=== axi_lite_master ===
**axi_lite_master: cell classes on the final placement**

Fill, decap, tap and diode cells in gray.
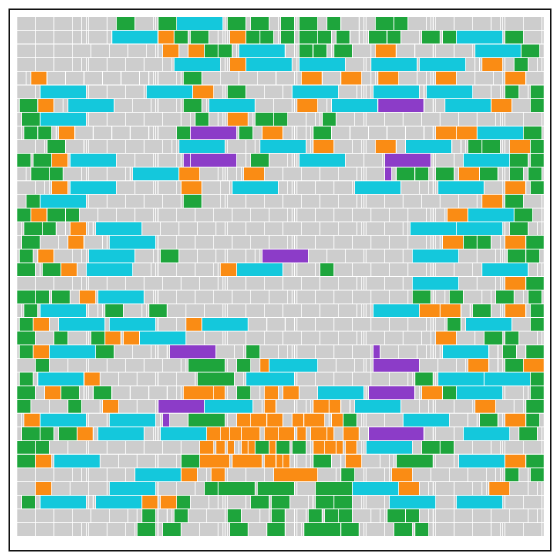

--- src/rtl/axi_lite_master_pkg.sv ---
// Shared definitions for the AXI4-Lite single-outstanding master.
package axi_lite_master_pkg;

    localparam int DEF_ADDR_W = 4;
    localparam int DEF_DATA_W = 32;

    // Transaction sequencer states
    typedef enum logic [2:0] {
        IDLE    = 3'd0,
        WR_REQ  = 3'd1,
        WR_RESP = 3'd2,
        RD_REQ  = 3'd3,
        RD_DATA = 3'd4,
        DONE    = 3'd5
    } state_e;

endpackage

--- src/rtl/axi_lite_master.sv ---
// AXI4-Lite master: turns one user command into one AXI-Lite read or write
// and reports a single completion. Only one transaction is ever in flight.
// Every AXI VALID and READY is a flop or a decode of the state register, so
// nothing here depends combinationally on a slave READY/VALID input.
module axi_lite_master
    import axi_lite_master_pkg::*;
#(
    parameter int ADDR_W = DEF_ADDR_W,
    parameter int DATA_W = DEF_DATA_W
) (
    input  logic                  ACLK,
    input  logic                  ARESETn,
    // user command
    input  logic                  cmd_valid,
    output logic                  cmd_ready,
    input  logic                  cmd_write,
    input  logic [ADDR_W-1:0]     cmd_addr,
    input  logic [DATA_W-1:0]     cmd_wdata,
    input  logic [DATA_W/8-1:0]   cmd_wstrb,
    // user completion
    output logic                  rsp_valid,
    input  logic                  rsp_ready,
    output logic                  rsp_write,
    output logic [DATA_W-1:0]     rsp_rdata,
    // write address / data
    output logic [ADDR_W-1:0]     AWADDR,
    output logic                  AWVALID,
    input  logic                  AWREADY,
    output logic [DATA_W-1:0]     WDATA,
    output logic [DATA_W/8-1:0]   WSTRB,
    output logic                  WVALID,
    input  logic                  WREADY,
    // write response
    input  logic                  BVALID,
    output logic                  BREADY,
    // read address / data
    output logic [ADDR_W-1:0]     ARADDR,
    output logic                  ARVALID,
    input  logic                  ARREADY,
    input  logic [DATA_W-1:0]     RDATA,
    input  logic                  RVALID,
    output logic                  RREADY
);

    localparam int STRB_W = DATA_W / 8;

    state_e              state_q,     state_d;
    logic [ADDR_W-1:0]   addr_q,      addr_d;
    logic [DATA_W-1:0]   wdata_q,     wdata_d;
    logic [STRB_W-1:0]   wstrb_q,     wstrb_d;
    logic                awvalid_q,   awvalid_d;
    logic                wvalid_q,    wvalid_d;
    logic                arvalid_q,   arvalid_d;
    logic                rsp_write_q, rsp_write_d;
    logic [DATA_W-1:0]   rsp_rdata_q, rsp_rdata_d;

    // Next-state and datapath update for the transaction sequencer
    always_comb begin
        state_d     = state_q;
        addr_d      = addr_q;
        wdata_d     = wdata_q;
        wstrb_d     = wstrb_q;
        awvalid_d   = awvalid_q;
        wvalid_d    = wvalid_q;
        arvalid_d   = arvalid_q;
        rsp_write_d = rsp_write_q;
        rsp_rdata_d = rsp_rdata_q;
        case (state_q)
            IDLE: begin
                if (cmd_valid) begin
                    addr_d  = cmd_addr;
                    wdata_d = cmd_wdata;
                    wstrb_d = cmd_wstrb;
                    if (cmd_write) begin
                        state_d   = WR_REQ;
                        awvalid_d = 1'b1;
                        wvalid_d  = 1'b1;
                    end else begin
                        state_d   = RD_REQ;
                        arvalid_d = 1'b1;
                    end
                end
            end
            WR_REQ: begin
                // AW and W retire independently; leave only when both have
                if (awvalid_q && AWREADY) awvalid_d = 1'b0;
                if (wvalid_q && WREADY)   wvalid_d  = 1'b0;
                if (!awvalid_d && !wvalid_d) state_d = WR_RESP;
            end
            WR_RESP: begin
                if (BVALID) begin
                    rsp_write_d = 1'b1;
                    rsp_rdata_d = '0;
                    state_d     = DONE;
                end
            end
            RD_REQ: begin
                if (ARREADY) begin
                    arvalid_d = 1'b0;
                    state_d   = RD_DATA;
                end
            end
            RD_DATA: begin
                if (RVALID) begin
                    rsp_write_d = 1'b0;
                    rsp_rdata_d = RDATA;
                    state_d     = DONE;
                end
            end
            DONE: begin
                if (rsp_ready) state_d = IDLE;
            end
            default: state_d = IDLE;
        endcase
    end

    // State and datapath registers; reset aborts any transaction in flight
    always_ff @(posedge ACLK or negedge ARESETn) begin
        if (!ARESETn) begin
            state_q     <= IDLE;
            addr_q      <= '0;
            wdata_q     <= '0;
            wstrb_q     <= '0;
            awvalid_q   <= 1'b0;
            wvalid_q    <= 1'b0;
            arvalid_q   <= 1'b0;
            rsp_write_q <= 1'b0;
            rsp_rdata_q <= '0;
        end else begin
            state_q     <= state_d;
            addr_q      <= addr_d;
            wdata_q     <= wdata_d;
            wstrb_q     <= wstrb_d;
            awvalid_q   <= awvalid_d;
            wvalid_q    <= wvalid_d;
            arvalid_q   <= arvalid_d;
            rsp_write_q <= rsp_write_d;
            rsp_rdata_q <= rsp_rdata_d;
        end
    end

    // cmd_ready is masked by reset so nothing is accepted while it is held
    assign cmd_ready = (state_q == IDLE) && ARESETn;
    assign rsp_valid = (state_q == DONE);
    assign rsp_write = rsp_write_q;
    assign rsp_rdata = rsp_rdata_q;
    assign BREADY    = (state_q == WR_RESP);
    assign RREADY    = (state_q == RD_DATA);
    assign AWADDR    = addr_q;
    assign ARADDR    = addr_q;
    assign WDATA     = wdata_q;
    assign WSTRB     = wstrb_q;
    assign AWVALID   = awvalid_q;
    assign WVALID    = wvalid_q;
    assign ARVALID   = arvalid_q;

endmodule

--- config.mk ---
export PLATFORM = sky130hd
export DESIGN_NAME = axi_lite_master
export DESIGN_NICKNAME = d
export VERILOG_FILES = /design/src/rtl/axi_lite_master_pkg.sv /design/src/rtl/axi_lite_master.sv
export SDC_FILE = /design/constraint.sdc
export NUM_CORES = 1
export LEC_CHECK = 0
export CAP_MARGIN = 15
export CORE_UTILIZATION = 28
export CTS_BUF_LIST = sky130_fd_sc_hd__clkbuf_16
export DETAILED_ROUTE_END_ITERATION = 16
export SYNTH_ARGS = -nofsm -noshare
export SYNTH_HDL_FRONTEND = slang
export SYNTH_SLANG_ARGS = --single-unit
export TNS_END_PERCENT = 10
--- constraint.sdc ---
create_clock -name ACLK -period 2 [get_ports ACLK]
set_clock_uncertainty 0.2 [all_clocks]
set_input_delay 0.4 -clock ACLK [delete_from_list [all_inputs] [get_ports ACLK]]
set_output_delay 0.4 -clock ACLK [all_outputs]
set_load 0.05 [all_outputs]
=== aes_entropy_responder ===
File: src/rtl/aes_entropy_responder.sv
// Reference entropy responder for the AES clearing and masking PRNG request ports.
// Round-robin arbitration, programmable service latency, reseedable 32-bit Galois LFSR.
module aes_entropy_responder #(
    parameter int unsigned                EntropyWidth = 32,
    parameter logic [EntropyWidth-1:0]    LfsrSeed     = 32'hACE1_2468,
    parameter logic [EntropyWidth-1:0]    LfsrTaps     = 32'h8020_0003,
    parameter int unsigned                MinLatency   = 2
) (
    input  logic                    clk_i,
    input  logic                    rst_ni,
    input  logic                    enable_i,
    input  logic                    clear_req_i,
    output logic                    clear_ack_o,
    output logic [EntropyWidth-1:0] clear_data_o,
    input  logic                    mask_req_i,
    output logic                    mask_ack_o,
    output logic [EntropyWidth-1:0] mask_data_o,
    input  logic                    seed_valid_i,
    input  logic [EntropyWidth-1:0] seed_i,
    output logic                    busy_o,
    output logic [15:0]             served_cnt_o
);

    typedef enum logic [1:0] {
        ST_IDLE = 2'b00,
        ST_WAIT = 2'b01,
        ST_ACK  = 2'b10
    } state_e;

    localparam logic [3:0] LAT_INIT = 4'(MinLatency - 1);

    function automatic logic [EntropyWidth-1:0] lfsr_step(input logic [EntropyWidth-1:0] s);
        lfsr_step = {1'b0, s[EntropyWidth-1:1]} ^ (s[0] ? LfsrTaps : {EntropyWidth{1'b0}});
    endfunction

    state_e                  r_state;
    state_e                  w_state_next;
    logic [3:0]              r_cnt;
    logic [3:0]              w_cnt_next;
    logic                    r_gnt_mask;   // last/current grant: 1 = mask, 0 = clear
    logic                    w_gnt_next;
    logic                    w_req_sel;
    logic [EntropyWidth-1:0] r_lfsr;
    logic [EntropyWidth-1:0] w_lfsr_next;
    logic [15:0]             r_served;
    logic                    r_clear_ack;
    logic                    r_mask_ack;
    logic [EntropyWidth-1:0] r_clear_data;
    logic [EntropyWidth-1:0] r_mask_data;
    logic                    r_busy;
    logic                    w_clear_ack_next;
    logic                    w_mask_ack_next;

    assign w_req_sel = r_gnt_mask ? mask_req_i : clear_req_i;

    // Next-state, countdown and arbitration decision
    always_comb begin
        w_state_next = r_state;
        w_cnt_next   = r_cnt;
        w_gnt_next   = r_gnt_mask;
        case (r_state)
            ST_IDLE: begin
                if (enable_i && (clear_req_i || mask_req_i)) begin
                    w_gnt_next   = (clear_req_i && mask_req_i) ? ~r_gnt_mask : mask_req_i;
                    w_cnt_next   = LAT_INIT;
                    w_state_next = ST_WAIT;
                end else begin
                    w_state_next = ST_IDLE;
                end
            end
            ST_WAIT: begin
                if (!w_req_sel) begin
                    w_state_next = ST_IDLE;
                end else if (r_cnt == 4'd0) begin
                    w_state_next = ST_ACK;
                end else begin
                    w_cnt_next = r_cnt - 4'd1;
                end
            end
            ST_ACK: begin
                w_state_next = ST_IDLE;
            end
            default: begin
                w_state_next = ST_IDLE;
            end
        endcase
    end

    // LFSR update: a seed load overrides the step taken while acknowledging
    always_comb begin
        w_lfsr_next = r_lfsr;
        if (seed_valid_i) begin
            w_lfsr_next = (seed_i == {EntropyWidth{1'b0}}) ? LfsrSeed : seed_i;
        end else if (r_state == ST_ACK) begin
            w_lfsr_next = lfsr_step(r_lfsr);
        end else begin
            w_lfsr_next = r_lfsr;
        end
    end

    assign w_clear_ack_next = (w_state_next == ST_ACK) && !w_gnt_next;
    assign w_mask_ack_next  = (w_state_next == ST_ACK) &&  w_gnt_next;

    // State, arbitration and LFSR registers
    always_ff @(posedge clk_i or negedge rst_ni) begin
        if (!rst_ni) begin
            r_state    <= ST_IDLE;
            r_cnt      <= 4'd0;
            r_gnt_mask <= 1'b1;
            r_lfsr     <= LfsrSeed;
            r_served   <= 16'd0;
        end else begin
            r_state    <= w_state_next;
            r_cnt      <= w_cnt_next;
            r_gnt_mask <= w_gnt_next;
            r_lfsr     <= w_lfsr_next;
            if ((r_state == ST_ACK) && (r_served != 16'hFFFF)) begin
                r_served <= r_served + 16'd1;
            end
        end
    end

    // Registered outputs; data is forced to zero outside its own ack cycle
    always_ff @(posedge clk_i or negedge rst_ni) begin
        if (!rst_ni) begin
            r_clear_ack  <= 1'b0;
            r_mask_ack   <= 1'b0;
            r_clear_data <= {EntropyWidth{1'b0}};
            r_mask_data  <= {EntropyWidth{1'b0}};
            r_busy       <= 1'b0;
        end else begin
            r_clear_ack  <= w_clear_ack_next;
            r_mask_ack   <= w_mask_ack_next;
            r_clear_data <= w_clear_ack_next ? w_lfsr_next : {EntropyWidth{1'b0}};
            r_mask_data  <= w_mask_ack_next  ? w_lfsr_next : {EntropyWidth{1'b0}};
            r_busy       <= (w_state_next != ST_IDLE);
        end
    end

    assign clear_ack_o  = r_clear_ack;
    assign mask_ack_o   = r_mask_ack;
    assign clear_data_o = r_clear_data;
    assign mask_data_o  = r_mask_data;
    assign busy_o       = r_busy;
    assign served_cnt_o = r_served;

endmodule

File: config.mk
export PLATFORM = sky130hd
export DESIGN_NAME = aes_entropy_responder
export DESIGN_NICKNAME = d
export VERILOG_FILES = /design/src/rtl/aes_entropy_responder.sv
export SDC_FILE = /design/constraint.sdc
export NUM_CORES = 1
export LEC_CHECK = 0
export ABC_AREA = 1
export CAP_MARGIN = 20
export CORE_ASPECT_RATIO = 0.7
export CORE_MARGIN = 2
export CORE_UTILIZATION = 50
export CTS_BUF_LIST = sky130_fd_sc_hd__clkbuf_8
export DETAILED_ROUTE_END_ITERATION = 8
export PLACE_DENSITY = 0.85
export SLEW_MARGIN = 20
export SYNTH_ARGS = -nofsm -noshare
export SYNTH_HDL_FRONTEND = slang
export SYNTH_SLANG_ARGS = --single-unit
export TNS_END_PERCENT = 1
File: constraint.sdc
create_clock -name clk_i -period 2.6 [get_ports clk_i]
set_clock_uncertainty 0.2 [all_clocks]
set_input_delay 0.39 -clock clk_i [delete_from_list [all_inputs] [get_ports clk_i]]
set_output_delay 0.39 -clock clk_i [all_outputs]
set_load 0.1 [all_outputs]
=== fetch_unit ===
===== config.mk =====
export PLATFORM = sky130hd
export DESIGN_NAME = fetch_unit
export DESIGN_NICKNAME = d
export VERILOG_FILES = /design/src/rtl/fetch_unit.sv
export SDC_FILE = /design/constraint.sdc
export NUM_CORES = 1
export LEC_CHECK = 0
export ABC_AREA = 1
export CORE_ASPECT_RATIO = 1.25
export CORE_MARGIN = 4
export CORE_UTILIZATION = 40
export DETAILED_ROUTE_END_ITERATION = 12
export GPL_ROUTABILITY_DRIVEN = 1
export GPL_TIMING_DRIVEN = 0
export PLACE_DENSITY = 0.61
export RECOVER_POWER = 100
export SYNTH_ARGS = -nofsm -noshare
export SYNTH_HDL_FRONTEND = slang
export SYNTH_SLANG_ARGS = --single-unit

===== constraint.sdc =====
create_clock -name clk -period 16.9 [get_ports clk]
set_input_delay 3.38 -clock clk [delete_from_list [all_inputs] [get_ports clk]]
set_output_delay 3.38 -clock clk [all_outputs]
set_load 0.01 [all_outputs]

===== src/rtl/fetch_unit.sv =====
// rtl/fetch_unit.sv - RV32 instruction fetch: PC, credit-limited imem requests, in-order instruction buffer.
module fetch_unit #(
  parameter logic [31:0] RESET_PC   = 32'h0000_0000,
  parameter int          FIFO_DEPTH = 2
) (
  input  logic        clk,
  input  logic        rst,
  output logic        imem_req_valid,
  input  logic        imem_req_ready,
  output logic [31:0] imem_req_addr,
  input  logic        imem_rsp_valid,
  input  logic [31:0] imem_rsp_data,
  input  logic        redirect_valid,
  input  logic [31:0] redirect_pc,
  output logic        instr_valid,
  input  logic        instr_ready,
  output logic [31:0] instr,
  output logic [31:0] instr_pc,
  output logic [6:0]  opcode,
  output logic [2:0]  funct3,
  output logic [6:0]  funct7
);

  localparam int CW = $clog2(FIFO_DEPTH + 1);
  localparam int PW = (FIFO_DEPTH > 1) ? $clog2(FIFO_DEPTH) : 1;

  logic [31:0]   r_fetch_pc;
  logic [CW-1:0] r_outstanding;
  logic [CW-1:0] r_kill_cnt;

  // Pending-PC queue holds only live (not killed) requests, so killed responses never pop it.
  logic [31:0]   r_pend_pc [FIFO_DEPTH];
  logic [PW-1:0] r_pend_rd;
  logic [PW-1:0] r_pend_wr;
  logic [CW-1:0] r_pend_cnt;

  logic [31:0]   r_fifo_data [FIFO_DEPTH];
  logic [31:0]   r_fifo_pc   [FIFO_DEPTH];
  logic [PW-1:0] r_fifo_rd;
  logic [PW-1:0] r_fifo_wr;
  logic [CW-1:0] r_fifo_cnt;

  logic [CW:0]   w_inflight;
  logic          w_credit;
  logic          w_req_fire;
  logic          w_rsp_live;
  logic          w_push;
  logic          w_pop;
  logic          w_unused;

  function automatic logic [PW-1:0] ptr_inc(input logic [PW-1:0] p);
    return (p == PW'(FIFO_DEPTH - 1)) ? '0 : p + PW'(1);
  endfunction

  assign w_unused   = ^redirect_pc[1:0];
  assign w_inflight = {1'b0, r_outstanding} + {1'b0, r_fifo_cnt};
  assign w_credit   = w_inflight < (CW+1)'(FIFO_DEPTH);

  assign imem_req_valid = !rst && !redirect_valid && w_credit;
  assign imem_req_addr  = r_fetch_pc;
  assign w_req_fire     = imem_req_valid && imem_req_ready;

  assign w_rsp_live = imem_rsp_valid && (r_kill_cnt == '0);
  assign w_push     = w_rsp_live && !redirect_valid;
  assign w_pop      = instr_valid && instr_ready && !redirect_valid;

  assign instr_valid = !rst && (r_fifo_cnt != '0);
  assign instr       = instr_valid ? r_fifo_data[r_fifo_rd] : 32'h0;
  assign instr_pc    = instr_valid ? r_fifo_pc[r_fifo_rd]   : 32'h0;
  assign opcode      = instr[6:0];
  assign funct3      = instr[14:12];
  assign funct7      = instr[31:25];

  always_ff @(posedge clk) begin
    if (rst) begin
      r_fetch_pc    <= {RESET_PC[31:2], 2'b00};
      r_outstanding <= '0;
      r_kill_cnt    <= '0;
      r_pend_rd     <= '0;
      r_pend_wr     <= '0;
      r_pend_cnt    <= '0;
      r_fifo_rd     <= '0;
      r_fifo_wr     <= '0;
      r_fifo_cnt    <= '0;
    end else begin
      // Killed requests stay outstanding until their responses drain, keeping credit honest.
      r_outstanding <= r_outstanding + CW'(w_req_fire) - CW'(imem_rsp_valid);
      if (redirect_valid) begin
        r_fetch_pc <= {redirect_pc[31:2], 2'b00};
        r_kill_cnt <= r_outstanding - CW'(imem_rsp_valid);
        r_pend_rd  <= '0;
        r_pend_wr  <= '0;
        r_pend_cnt <= '0;
        r_fifo_rd  <= '0;
        r_fifo_wr  <= '0;
        r_fifo_cnt <= '0;
      end else begin
        if (w_req_fire) begin
          r_fetch_pc           <= r_fetch_pc + 32'd4;
          r_pend_pc[r_pend_wr] <= r_fetch_pc;
          r_pend_wr            <= ptr_inc(r_pend_wr);
        end
        if (w_rsp_live) begin
          r_pend_rd <= ptr_inc(r_pend_rd);
        end
        r_pend_cnt <= r_pend_cnt + CW'(w_req_fire) - CW'(w_rsp_live);
        if (imem_rsp_valid && (r_kill_cnt != '0)) begin
          r_kill_cnt <= r_kill_cnt - CW'(1);
        end
        if (w_push) begin
          r_fifo_data[r_fifo_wr] <= imem_rsp_data;
          r_fifo_pc[r_fifo_wr]   <= r_pend_pc[r_pend_rd];
          r_fifo_wr              <= ptr_inc(r_fifo_wr);
        end
        if (w_pop) begin
          r_fifo_rd <= ptr_inc(r_fifo_rd);
        end
        r_fifo_cnt <= r_fifo_cnt + CW'(w_push) - CW'(w_pop);
      end
    end
  end

endmodule


=== sd_resp_rx_flat ===
[src/rtl/sd_pkg.sv]
`default_nettype none
// ============================================================================
// Module : sd_pkg
// Purpose: Shared types and helpers for the SPI-mode SD response receiver.
//          Holds response-type encodings, the response length function,
//          R1 bit positions and the receiver state enum.
// Ports  : none (package)
// Rev    : 1.0  initial release
// ============================================================================
package sd_pkg;

  typedef enum logic [1:0] {
    RESP_R1   = 2'd0,
    RESP_R1B  = 2'd1,
    RESP_R2   = 2'd2,
    RESP_R3R7 = 2'd3
  } resp_type_e;

  // Bit positions inside the R1 byte
  localparam int R1_IDLE        = 0;
  localparam int R1_ERASE_RST   = 1;
  localparam int R1_ILLEGAL_CMD = 2;
  localparam int R1_CRC_ERR     = 3;
  localparam int R1_ERASE_SEQ   = 4;
  localparam int R1_ADDR_ERR    = 5;
  localparam int R1_PARAM_ERR   = 6;

  typedef enum logic [2:0] {
    ST_IDLE       = 3'd0,
    ST_WAIT_START = 3'd1,
    ST_SHIFT      = 3'd2,
    ST_BUSY_WAIT  = 3'd3,
    ST_DONE       = 3'd4
  } state_e;

  // Number of response bits on the wire, start bit included
  function automatic logic [5:0] resp_len(input resp_type_e t);
    case (t)
      RESP_R2:   return 6'd16;
      RESP_R3R7: return 6'd40;
      default:   return 6'd8;
    endcase
  endfunction

endpackage
`default_nettype wire

[src/rtl/sd_resp_rx_if.sv]
`default_nettype none
// ============================================================================
// Module : sd_resp_rx_if
// Purpose: Request/response bundle between a command sequencer and the
//          SD response receiver.
// Ports  : master - drives start/resp_type, observes result signals
//          slave  - the receiver side
// Rev    : 1.0  initial release
// ============================================================================
interface sd_resp_rx_if #(
  parameter int RESP_W = 40
);
  logic              start;
  logic [1:0]        resp_type;
  logic              busy;
  logic              resp_valid;
  logic [RESP_W-1:0] response;
  logic [7:0]        r1;
  logic              r1_err;
  logic              timeout;

  modport master (
    output start, resp_type,
    input  busy, resp_valid, response, r1, r1_err, timeout
  );

  modport slave (
    input  start, resp_type,
    output busy, resp_valid, response, r1, r1_err, timeout
  );
endinterface
`default_nettype wire

[src/rtl/sd_cycle_counter.sv]
`default_nettype none
// ============================================================================
// Module : sd_cycle_counter
// Purpose: Free-running up counter with synchronous clear and a flag that
//          reports when the count equals a caller-supplied limit.
// Ports  : clk, reset       - clock and synchronous active-high reset
//          clear            - zero the count (priority over enable)
//          enable           - increment by one
//          limit[CNT_W]     - comparison value
//          at_limit         - count == limit
// Rev    : 1.0  initial release
// ============================================================================
module sd_cycle_counter #(
  parameter int CNT_W = 16
) (
  input  logic             clk,
  input  logic             reset,
  input  logic             clear,
  input  logic             enable,
  input  logic [CNT_W-1:0] limit,
  output logic             at_limit
);

  localparam logic [CNT_W-1:0] ONE = {{(CNT_W-1){1'b0}}, 1'b1};

  logic [CNT_W-1:0] count;

  always_ff @(posedge clk) begin
    if (reset) begin
      count <= '0;
    end else if (clear) begin
      count <= '0;
    end else if (enable) begin
      count <= count + ONE;
    end
  end

  assign at_limit = (count == limit);

endmodule
`default_nettype wire

[src/rtl/sd_resp_rx.sv]
`default_nettype none
// ============================================================================
// Module : sd_resp_rx
// Purpose: SPI-mode SD card response receiver. Waits for the start bit
//          (with NCR timeout), shifts in R1/R1b/R2/R3/R7 responses MSB first,
//          waits out R1b busy (with timeout) and reports the result with a
//          one-cycle resp_valid pulse.
// Ports  : clk, reset - bit clock, synchronous active-high reset
//          DO         - card MISO, idle high
//          bus        - slave side of sd_resp_rx_if (start, resp_type,
//                       busy, resp_valid, response, r1, r1_err, timeout)
// Rev    : 1.0  initial release
// ============================================================================
module sd_resp_rx
  import sd_pkg::*;
#(
  parameter int RESP_W   = 40,
  parameter int NCR_MAX  = 64,
  parameter int BUSY_MAX = 65535,
  parameter int CNT_W    = 16
) (
  input  logic         clk,
  input  logic         reset,
  input  logic         DO,
  sd_resp_rx_if.slave  bus
);

  localparam logic [CNT_W-1:0] NCR_LIM  = CNT_W'(NCR_MAX - 1);
  localparam logic [CNT_W-1:0] BUSY_LIM = CNT_W'(BUSY_MAX - 1);

  state_e            state;
  resp_type_e        type_q;
  logic [5:0]        bits_left;
  logic              busy_q;
  logic              valid_q;
  logic              timeout_q;
  logic [RESP_W-1:0] response_q;

  logic              cnt_clear;
  logic              cnt_enable;
  logic              cnt_at_limit;
  logic [CNT_W-1:0]  cnt_limit;
  logic              last_bit;
  logic [7:0]        r1_sel;

  assign last_bit = (state == ST_SHIFT) && (bits_left == 6'd1);

  // One counter serves both timeouts; it is cleared on entry to each
  // waiting state and only counts while the line shows "still waiting".
  assign cnt_clear  = ((state == ST_IDLE) && bus.start) || last_bit;
  assign cnt_enable = ((state == ST_WAIT_START) && DO) ||
                      ((state == ST_BUSY_WAIT) && !DO);
  assign cnt_limit  = (state == ST_BUSY_WAIT) ? BUSY_LIM : NCR_LIM;

  sd_cycle_counter #(
    .CNT_W (CNT_W)
  ) u_cnt (
    .clk      (clk),
    .reset    (reset),
    .clear    (cnt_clear),
    .enable   (cnt_enable),
    .limit    (cnt_limit),
    .at_limit (cnt_at_limit)
  );

  always_ff @(posedge clk) begin
    if (reset) begin
      state      <= ST_IDLE;
      type_q     <= RESP_R1;
      bits_left  <= 6'd0;
      busy_q     <= 1'b0;
      valid_q    <= 1'b0;
      timeout_q  <= 1'b0;
      response_q <= '0;
    end else begin
      valid_q <= 1'b0;
      case (state)
        ST_IDLE: begin
          if (bus.start) begin
            type_q    <= resp_type_e'(bus.resp_type);
            timeout_q <= 1'b0;
            busy_q    <= 1'b1;
            state     <= ST_WAIT_START;
          end
        end
        ST_WAIT_START: begin
          if (!DO) begin
            // The start bit is R1 bit 7, so it is kept as the first bit.
            response_q <= {{(RESP_W-1){1'b0}}, DO};
            bits_left  <= resp_len(type_q) - 6'd1;
            state      <= ST_SHIFT;
          end else if (cnt_at_limit) begin
            response_q <= '1;
            timeout_q  <= 1'b1;
            state      <= ST_DONE;
          end
        end
        ST_SHIFT: begin
          response_q <= {response_q[RESP_W-2:0], DO};
          bits_left  <= bits_left - 6'd1;
          if (bits_left == 6'd1) begin
            state <= (type_q == RESP_R1B) ? ST_BUSY_WAIT : ST_DONE;
          end
        end
        ST_BUSY_WAIT: begin
          if (DO) begin
            state <= ST_DONE;
          end else if (cnt_at_limit) begin
            timeout_q <= 1'b1;
            state     <= ST_DONE;
          end
        end
        ST_DONE: begin
          valid_q <= 1'b1;
          busy_q  <= 1'b0;
          state   <= ST_IDLE;
        end
        default: begin
          state <= ST_IDLE;
        end
      endcase
    end
  end

  // R1 sits in the most significant received byte of each format.
  always_comb begin
    r1_sel = response_q[7:0];
    case (type_q)
      RESP_R2:   r1_sel = response_q[15:8];
      RESP_R3R7: r1_sel = response_q[39:32];
      default:   r1_sel = response_q[7:0];
    endcase
  end

  assign bus.busy       = busy_q;
  assign bus.resp_valid = valid_q;
  assign bus.response   = response_q;
  assign bus.timeout    = timeout_q;
  assign bus.r1         = r1_sel;
  assign bus.r1_err     = |r1_sel[R1_PARAM_ERR:R1_ERASE_RST];

endmodule
`default_nettype wire

[src/flat_wrapper.sv]
// flat-port wrapper written by rule: the top's interface ports become plain ports
module sd_resp_rx_flat import sd_pkg::*;
#(
  parameter int RESP_W   = 40,
  parameter int NCR_MAX  = 64,
  parameter int BUSY_MAX = 65535,
  parameter int CNT_W    = 16
)
  (clk, reset, DO, bus_start, bus_resp_type, bus_busy, bus_resp_valid, bus_response, bus_r1, bus_r1_err, bus_timeout);
  sd_resp_rx_if #(.RESP_W(RESP_W)) bus_i ();
  input  logic clk;
  input  logic reset;
  input  logic DO;
  input wire logic [$bits(bus_i.start)-1:0] bus_start;
  input wire logic [$bits(bus_i.resp_type)-1:0] bus_resp_type;
  output wire logic [$bits(bus_i.busy)-1:0] bus_busy;
  output wire logic [$bits(bus_i.resp_valid)-1:0] bus_resp_valid;
  output wire logic [$bits(bus_i.response)-1:0] bus_response;
  output wire logic [$bits(bus_i.r1)-1:0] bus_r1;
  output wire logic [$bits(bus_i.r1_err)-1:0] bus_r1_err;
  output wire logic [$bits(bus_i.timeout)-1:0] bus_timeout;
  assign bus_i.start = bus_start;
  assign bus_i.resp_type = bus_resp_type;
  assign bus_busy = bus_i.busy;
  assign bus_resp_valid = bus_i.resp_valid;
  assign bus_response = bus_i.response;
  assign bus_r1 = bus_i.r1;
  assign bus_r1_err = bus_i.r1_err;
  assign bus_timeout = bus_i.timeout;
  sd_resp_rx #(.RESP_W(RESP_W), .NCR_MAX(NCR_MAX), .BUSY_MAX(BUSY_MAX), .CNT_W(CNT_W)) u_core (.clk(clk), .reset(reset), .DO(DO), .bus(bus_i));
endmodule
[config.mk]
export PLATFORM = sky130hd
export DESIGN_NAME = sd_resp_rx_flat
export DESIGN_NICKNAME = d
export VERILOG_FILES = /design/src/rtl/sd_pkg.sv /design/src/rtl/sd_resp_rx_if.sv /design/src/rtl/sd_cycle_counter.sv /design/src/rtl/sd_resp_rx.sv /design/src/flat_wrapper.sv
export SDC_FILE = /design/constraint.sdc
export NUM_CORES = 1
export LEC_CHECK = 0
export CORE_AREA = 2 2 85 87
export CTS_CLUSTER_DIAMETER = 50
export CTS_CLUSTER_SIZE = 40
export DETAILED_ROUTE_END_ITERATION = 12
export DIE_AREA = 0 0 87 89
export GPL_TIMING_DRIVEN = 0
export PLACE_DENSITY = 0.8
export SLEW_MARGIN = 25
export SYNTH_ARGS = -nofsm -noshare
export SYNTH_HDL_FRONTEND = slang
export SYNTH_HIERARCHICAL = 1
export SYNTH_SLANG_ARGS = --single-unit
export TNS_END_PERCENT = 1
[constraint.sdc]
create_clock -name clk -period 6.8 [get_ports clk]
set_input_delay 1.36 -clock clk [delete_from_list [all_inputs] [get_ports clk]]
set_output_delay 1.36 -clock clk [all_outputs]
set_load 0.01 [all_outputs]
**aes_entropy_responder: I/O pins on the die edge**

Pins as bars across the die edge, other pins in gray.
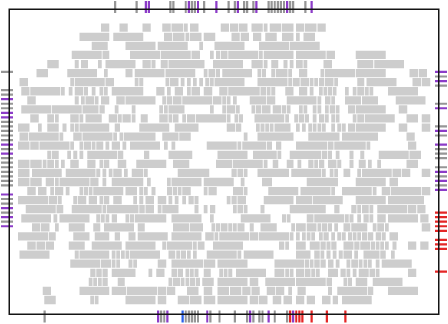
- red: served_cnt_o (pins 16; direction output; edge 9 east, 7 south)
- blue: seed_valid_i (pins 1; direction input; edge south)
- purple: clear_data_o (pins 32; direction output; edge 9 west, 9 north, 8 east, 6 south)

==> flow_summary.toml, aes_entropy_responder <==
# generated from flow reports
[global_route]
grt_pass1_wl_um = 20200
grt_antenna_before_repair = 0
grt.busiest_layer = "met2"

[final_timing]
finalMaxSlewViolations = 0
fmax_mhz = 449
finalCriticalPeriod_ns = 2.23

[critical_path]
crit_top_cell = "nand2_1"
r2r_slack_ns = 0.37
startpoint = "r_state[0]"
slowest_delay_ns = 0.38
cp_num_buf_inv = 3

[detailed_routing]
routed.top_layer = "met4"
dr.pass1.iters = 4
drt_iter0_markers = 238

[power]
power_leader = "registers"

[logic_synthesis]
ys_sh_xor = 0.0178
syn-num-nets = 641
synth-compound-area-share = 0.0822
top_cell = "inv_1"
top_area_cell = "dfrtp_1"
area_leaders = "dfrtp_1 (50%), inv_1 (8.3%), dfstp_2 (6.8%), nand2_1 (6.7%), nor2_1 (4.9%)"

[finish]
comb_area_um2 = 1710
drive_gt1_frac = 0.244

[place]
routabilityCongestion = 0.835

[cts]
clock_sinks = 122
cts_buffers = 17
insertion_delay_ns = 0.43

[run_status]
status = "completed"

[worst_hold_path]
hold_start = "r_cnt[0]"
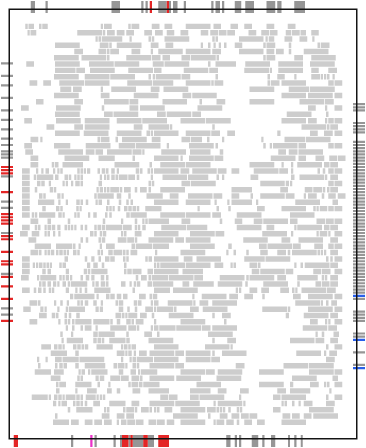
**Above:** fetch_unit (I/O pins on the die edge).
Pins as bars across the die edge, other pins in gray.
- magenta: imem_req_valid (pins 1; direction output; edge south)
- red: redirect_pc (pins 32; direction input; edge 17 west, 13 south, 2 north)
- blue: funct3 (pins 3; direction output; edge east)
- all pins by edge: 68 east, 41 north, 40 south, 36 west

==> flow_summary.toml, fetch_unit <==
# generated from flow reports
[global_route]
grt_usage = 0.164
grt_pass1_vias = 6443
use_met2 = 0.303
met3_usage = 0.0210
grt_antenna_before_repair = 0
grt_start_max_net_pins = 31

[critical_path]
cp_data_arrival_time_ns = 6.24
crit_family = "buffers and inverters"
r2r_start = "r_outstanding[0]"
r2r_end = "r_pend_pc[1][24]"

[finish]
finalNetCount = 1176
largest_register_ffs = 64
sh_comb_area = 0.220
fillers = 2249

[logic_synthesis]
synth-simple-area-share = 0.123
ys_chip_area_um2 = 10100
yosys_cells = 880
synth-adder-area-share = 0.0107
yosysTopAreaCellShare = 0.550
logic_family = "simple AND/OR/NAND/NOR gates"

[cts]
cts_resized = 0
clockBufferDepth = 3
cts-root-buf = "clkbuf_16"

[place]
routabilityCongestion = 0.893

[final_timing]
rsz0062_at_grt = "false"
finalMaxSlewViolations = 62
fmax_mhz = 104
setup_ws_ns = 7.28

[run_status]
status = "finished with violations"
violations = "capacitance limit, slew limit"

[job]
cap_violations = 2
warnings = 28

[detailed_routing]
wl_met2_um = 11900

[power]
p_per_area_nw_per_um2 = 94.9
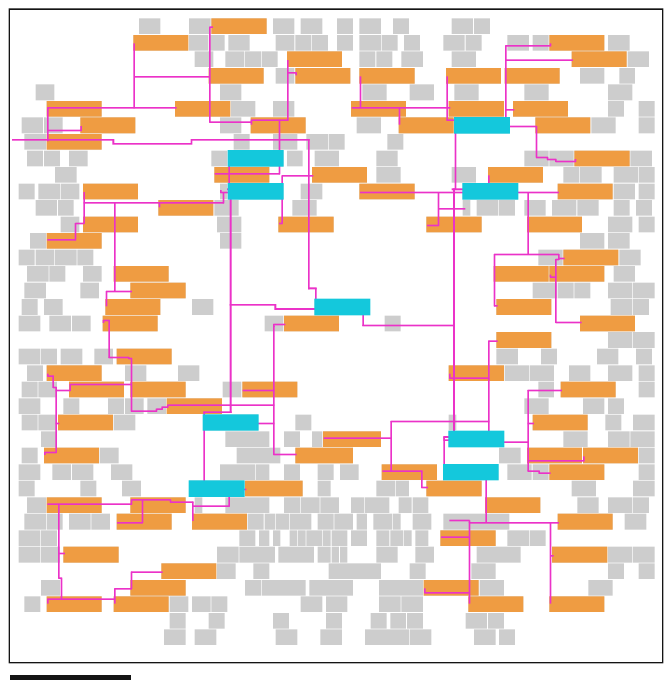
**Above:** axi_lite_master (clock wires, drivers and flops).
Bar = 20 um.
- orange: flip-flops (count 79)
- magenta: clock wires (length 992 um)
- cyan: cells driving clock nets (count 9)
- flops lie: spread over the die
- routed clock nets: 10

## Picture notes: 'cell classes on the final placement' of axi_lite_master
- purple: clock drivers and dummy loads (cells 14)
- cyan: flip-flops (cells 79)
- orange: all other logic (cells 114)
- green: other buffers and delay cells (cells 179)

==> flow_summary.toml, axi_lite_master <==
# generated from flow reports
[logic_synthesis]
top_cell = "dfrtp_1"
syn-instance-count = 210
ys.warnings.count = 0

[critical_path]
r2r_slack_ns = 0.10
cpMaxStageDelayCell = "dfrtp_2"
cp_num_buf_inv = 2

[cts]
insertion_delay_ns = 0.32
htreeDepth = 3

[detailed_routing]
drt_iter0_markers = 105
drc_errors = 0
vias = 2376

[final_timing]
hold_viol_final = 0

[floorplanning]
initCoreUtil = 0.287

[power]
p_clk_mw = 1.50

[finish]
lay_top_count = "buf_4"
logic_gate_count = 111
clkCellAreaFrac = 0.0527

[run_status]
status = "completed"
**sd_resp_rx_flat: cell classes on the final placement**

Fill, decap, tap and diode cells in gray.
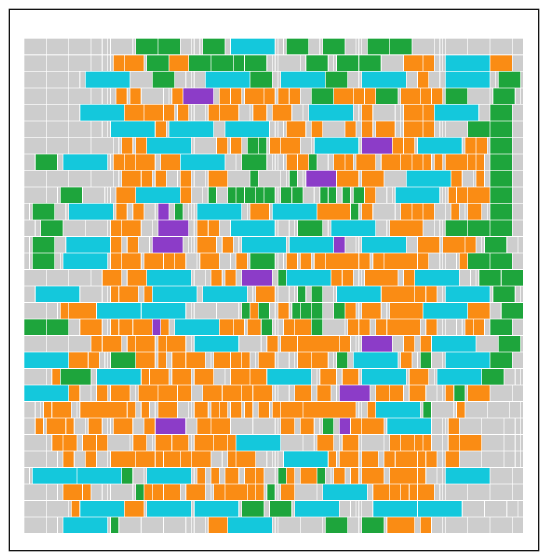
- purple: clock drivers and dummy loads (cells 13)
- orange: all other logic (cells 312)
- cyan: flip-flops (cells 70)
- green: other buffers and delay cells (cells 103)
Design Area, Final: 4500 um^2
Seq area share: 0.311
Core Area: 6720 um^2
Final Util: 0.670
Core Rows: 30

==> flow_summary.toml, sd_resp_rx_flat <==
# generated from flow reports
[final_timing]
worst_pin_slew_ns = 0.855
setup_viol = 0

[logic_synthesis]
ff_type = "dfxtp_1"
synth-simple-area-share = 0.195
yosysTopAreaCellShare = 0.381

[critical_path]
crit_top_cell = "buf_2"
path_max_fanout = 10

[power]
p_clk_mw = 0.268
p_clk_frac = 0.246
total_power_mw = 1.09

[place]
dp_hpwl_um = 6770
port_buffers = 56
routabilityCongestion = 0.833

[floorplanning]
io_pins = 58

[global_route]
grt_pass1_vias = 3181
met3_usage = 0.0379

[detailed_routing]
ant_nets = 0
routed.top_layer = "met4"
vias_per_cell = 6.01
vias = 3471

[finish]
largest_cell_class = "logic gates"
inverters = 10
fin_cells = 578

[cts]
cts_buffers = 9

[run_status]
status = "completed"

[worst_hold_path]
min_to = "u_core/bus.response[30]"

==> layout pictures side by side <==
Signal wires by layer.
(a)
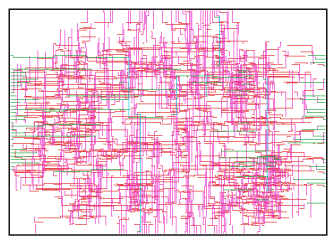
(b)
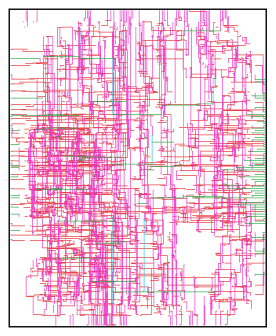
(c)
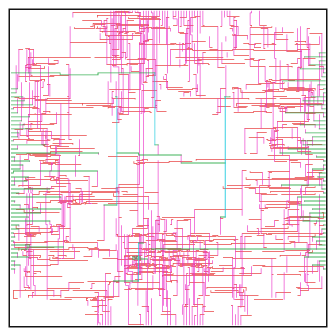
(d)
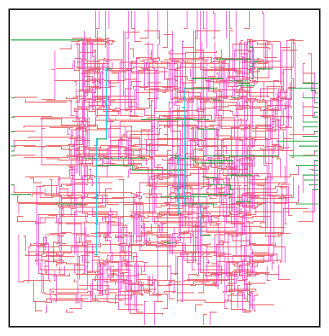
The one with the least wire is (c).
| picture | from |
|---|---|
| (b) | fetch_unit |
| (c) | axi_lite_master |
| (a) | aes_entropy_responder |
| (d) | sd_resp_rx_flat |

Key to (d):
- cyan: met4 (wire length 168 um)
- magenta: met2 (wire length 4480 um)
- red: met1 (wire length 4510 um)
- green: met3 (wire length 354 um)



==> gallery <==
Cell placement.
shot_01.png
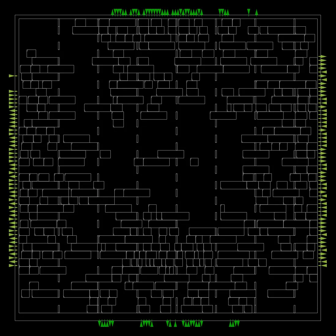
shot_02.png
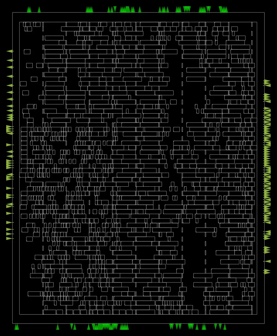
shot_03.png
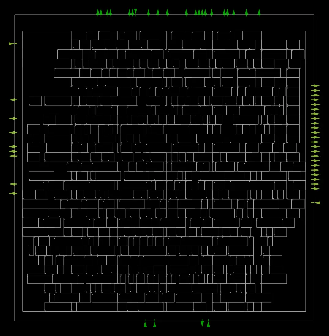
shot_04.png
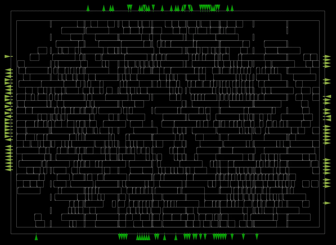
| picture | from |
|---|---|
| shot_03.png | sd_resp_rx_flat |
| shot_02.png | fetch_unit |
| shot_04.png | aes_entropy_responder |
| shot_01.png | axi_lite_master |
- most sequential cells: shot_02.png


==> screenshots <==
Clock wires, drivers and flops.
Plate I
Bar = 20 um.
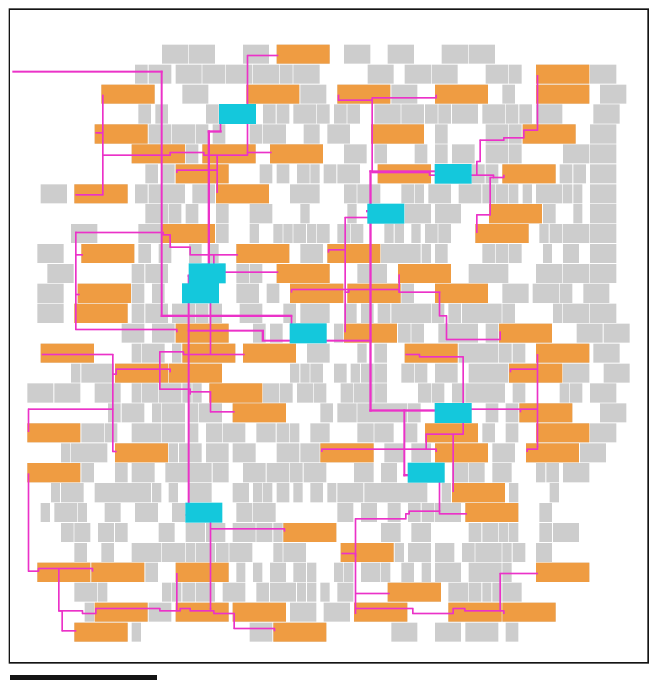
Plate II
Bar = 50 um.
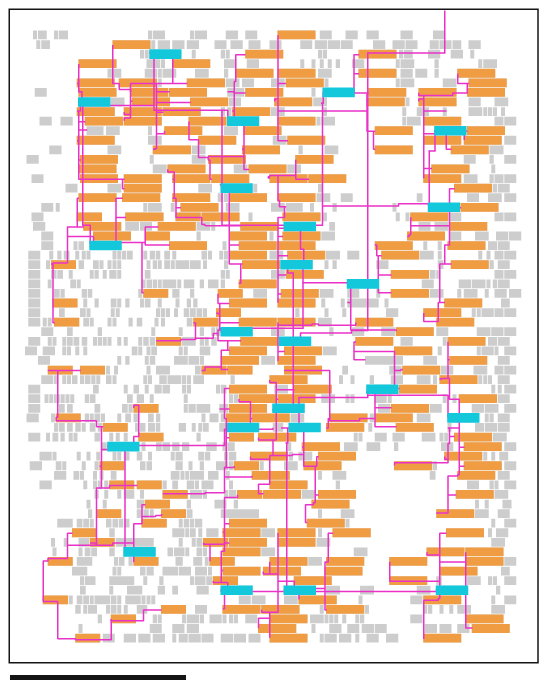
Plate III
Bar = 50 um.
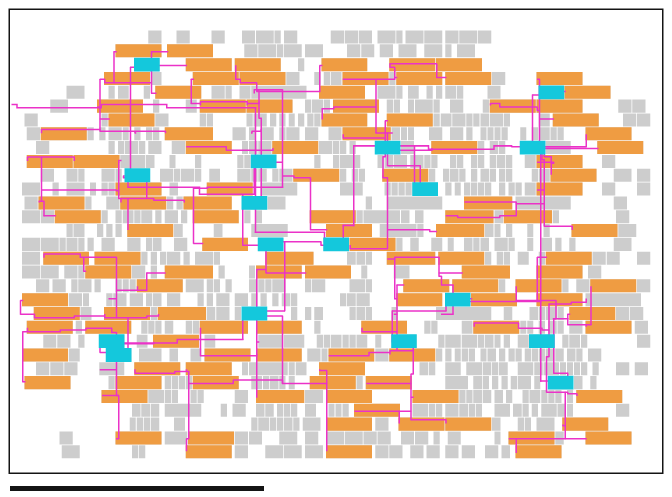
sd_resp_rx_flat: Plate I
aes_entropy_responder: Plate III
fetch_unit: Plate II

Key to Plate III:
- magenta: clock wires (length 1560 um)
- cyan: cells driving clock nets (count 17)
- orange: flip-flops (count 122)
- routed clock nets: 18
- flops lie: spread over the die

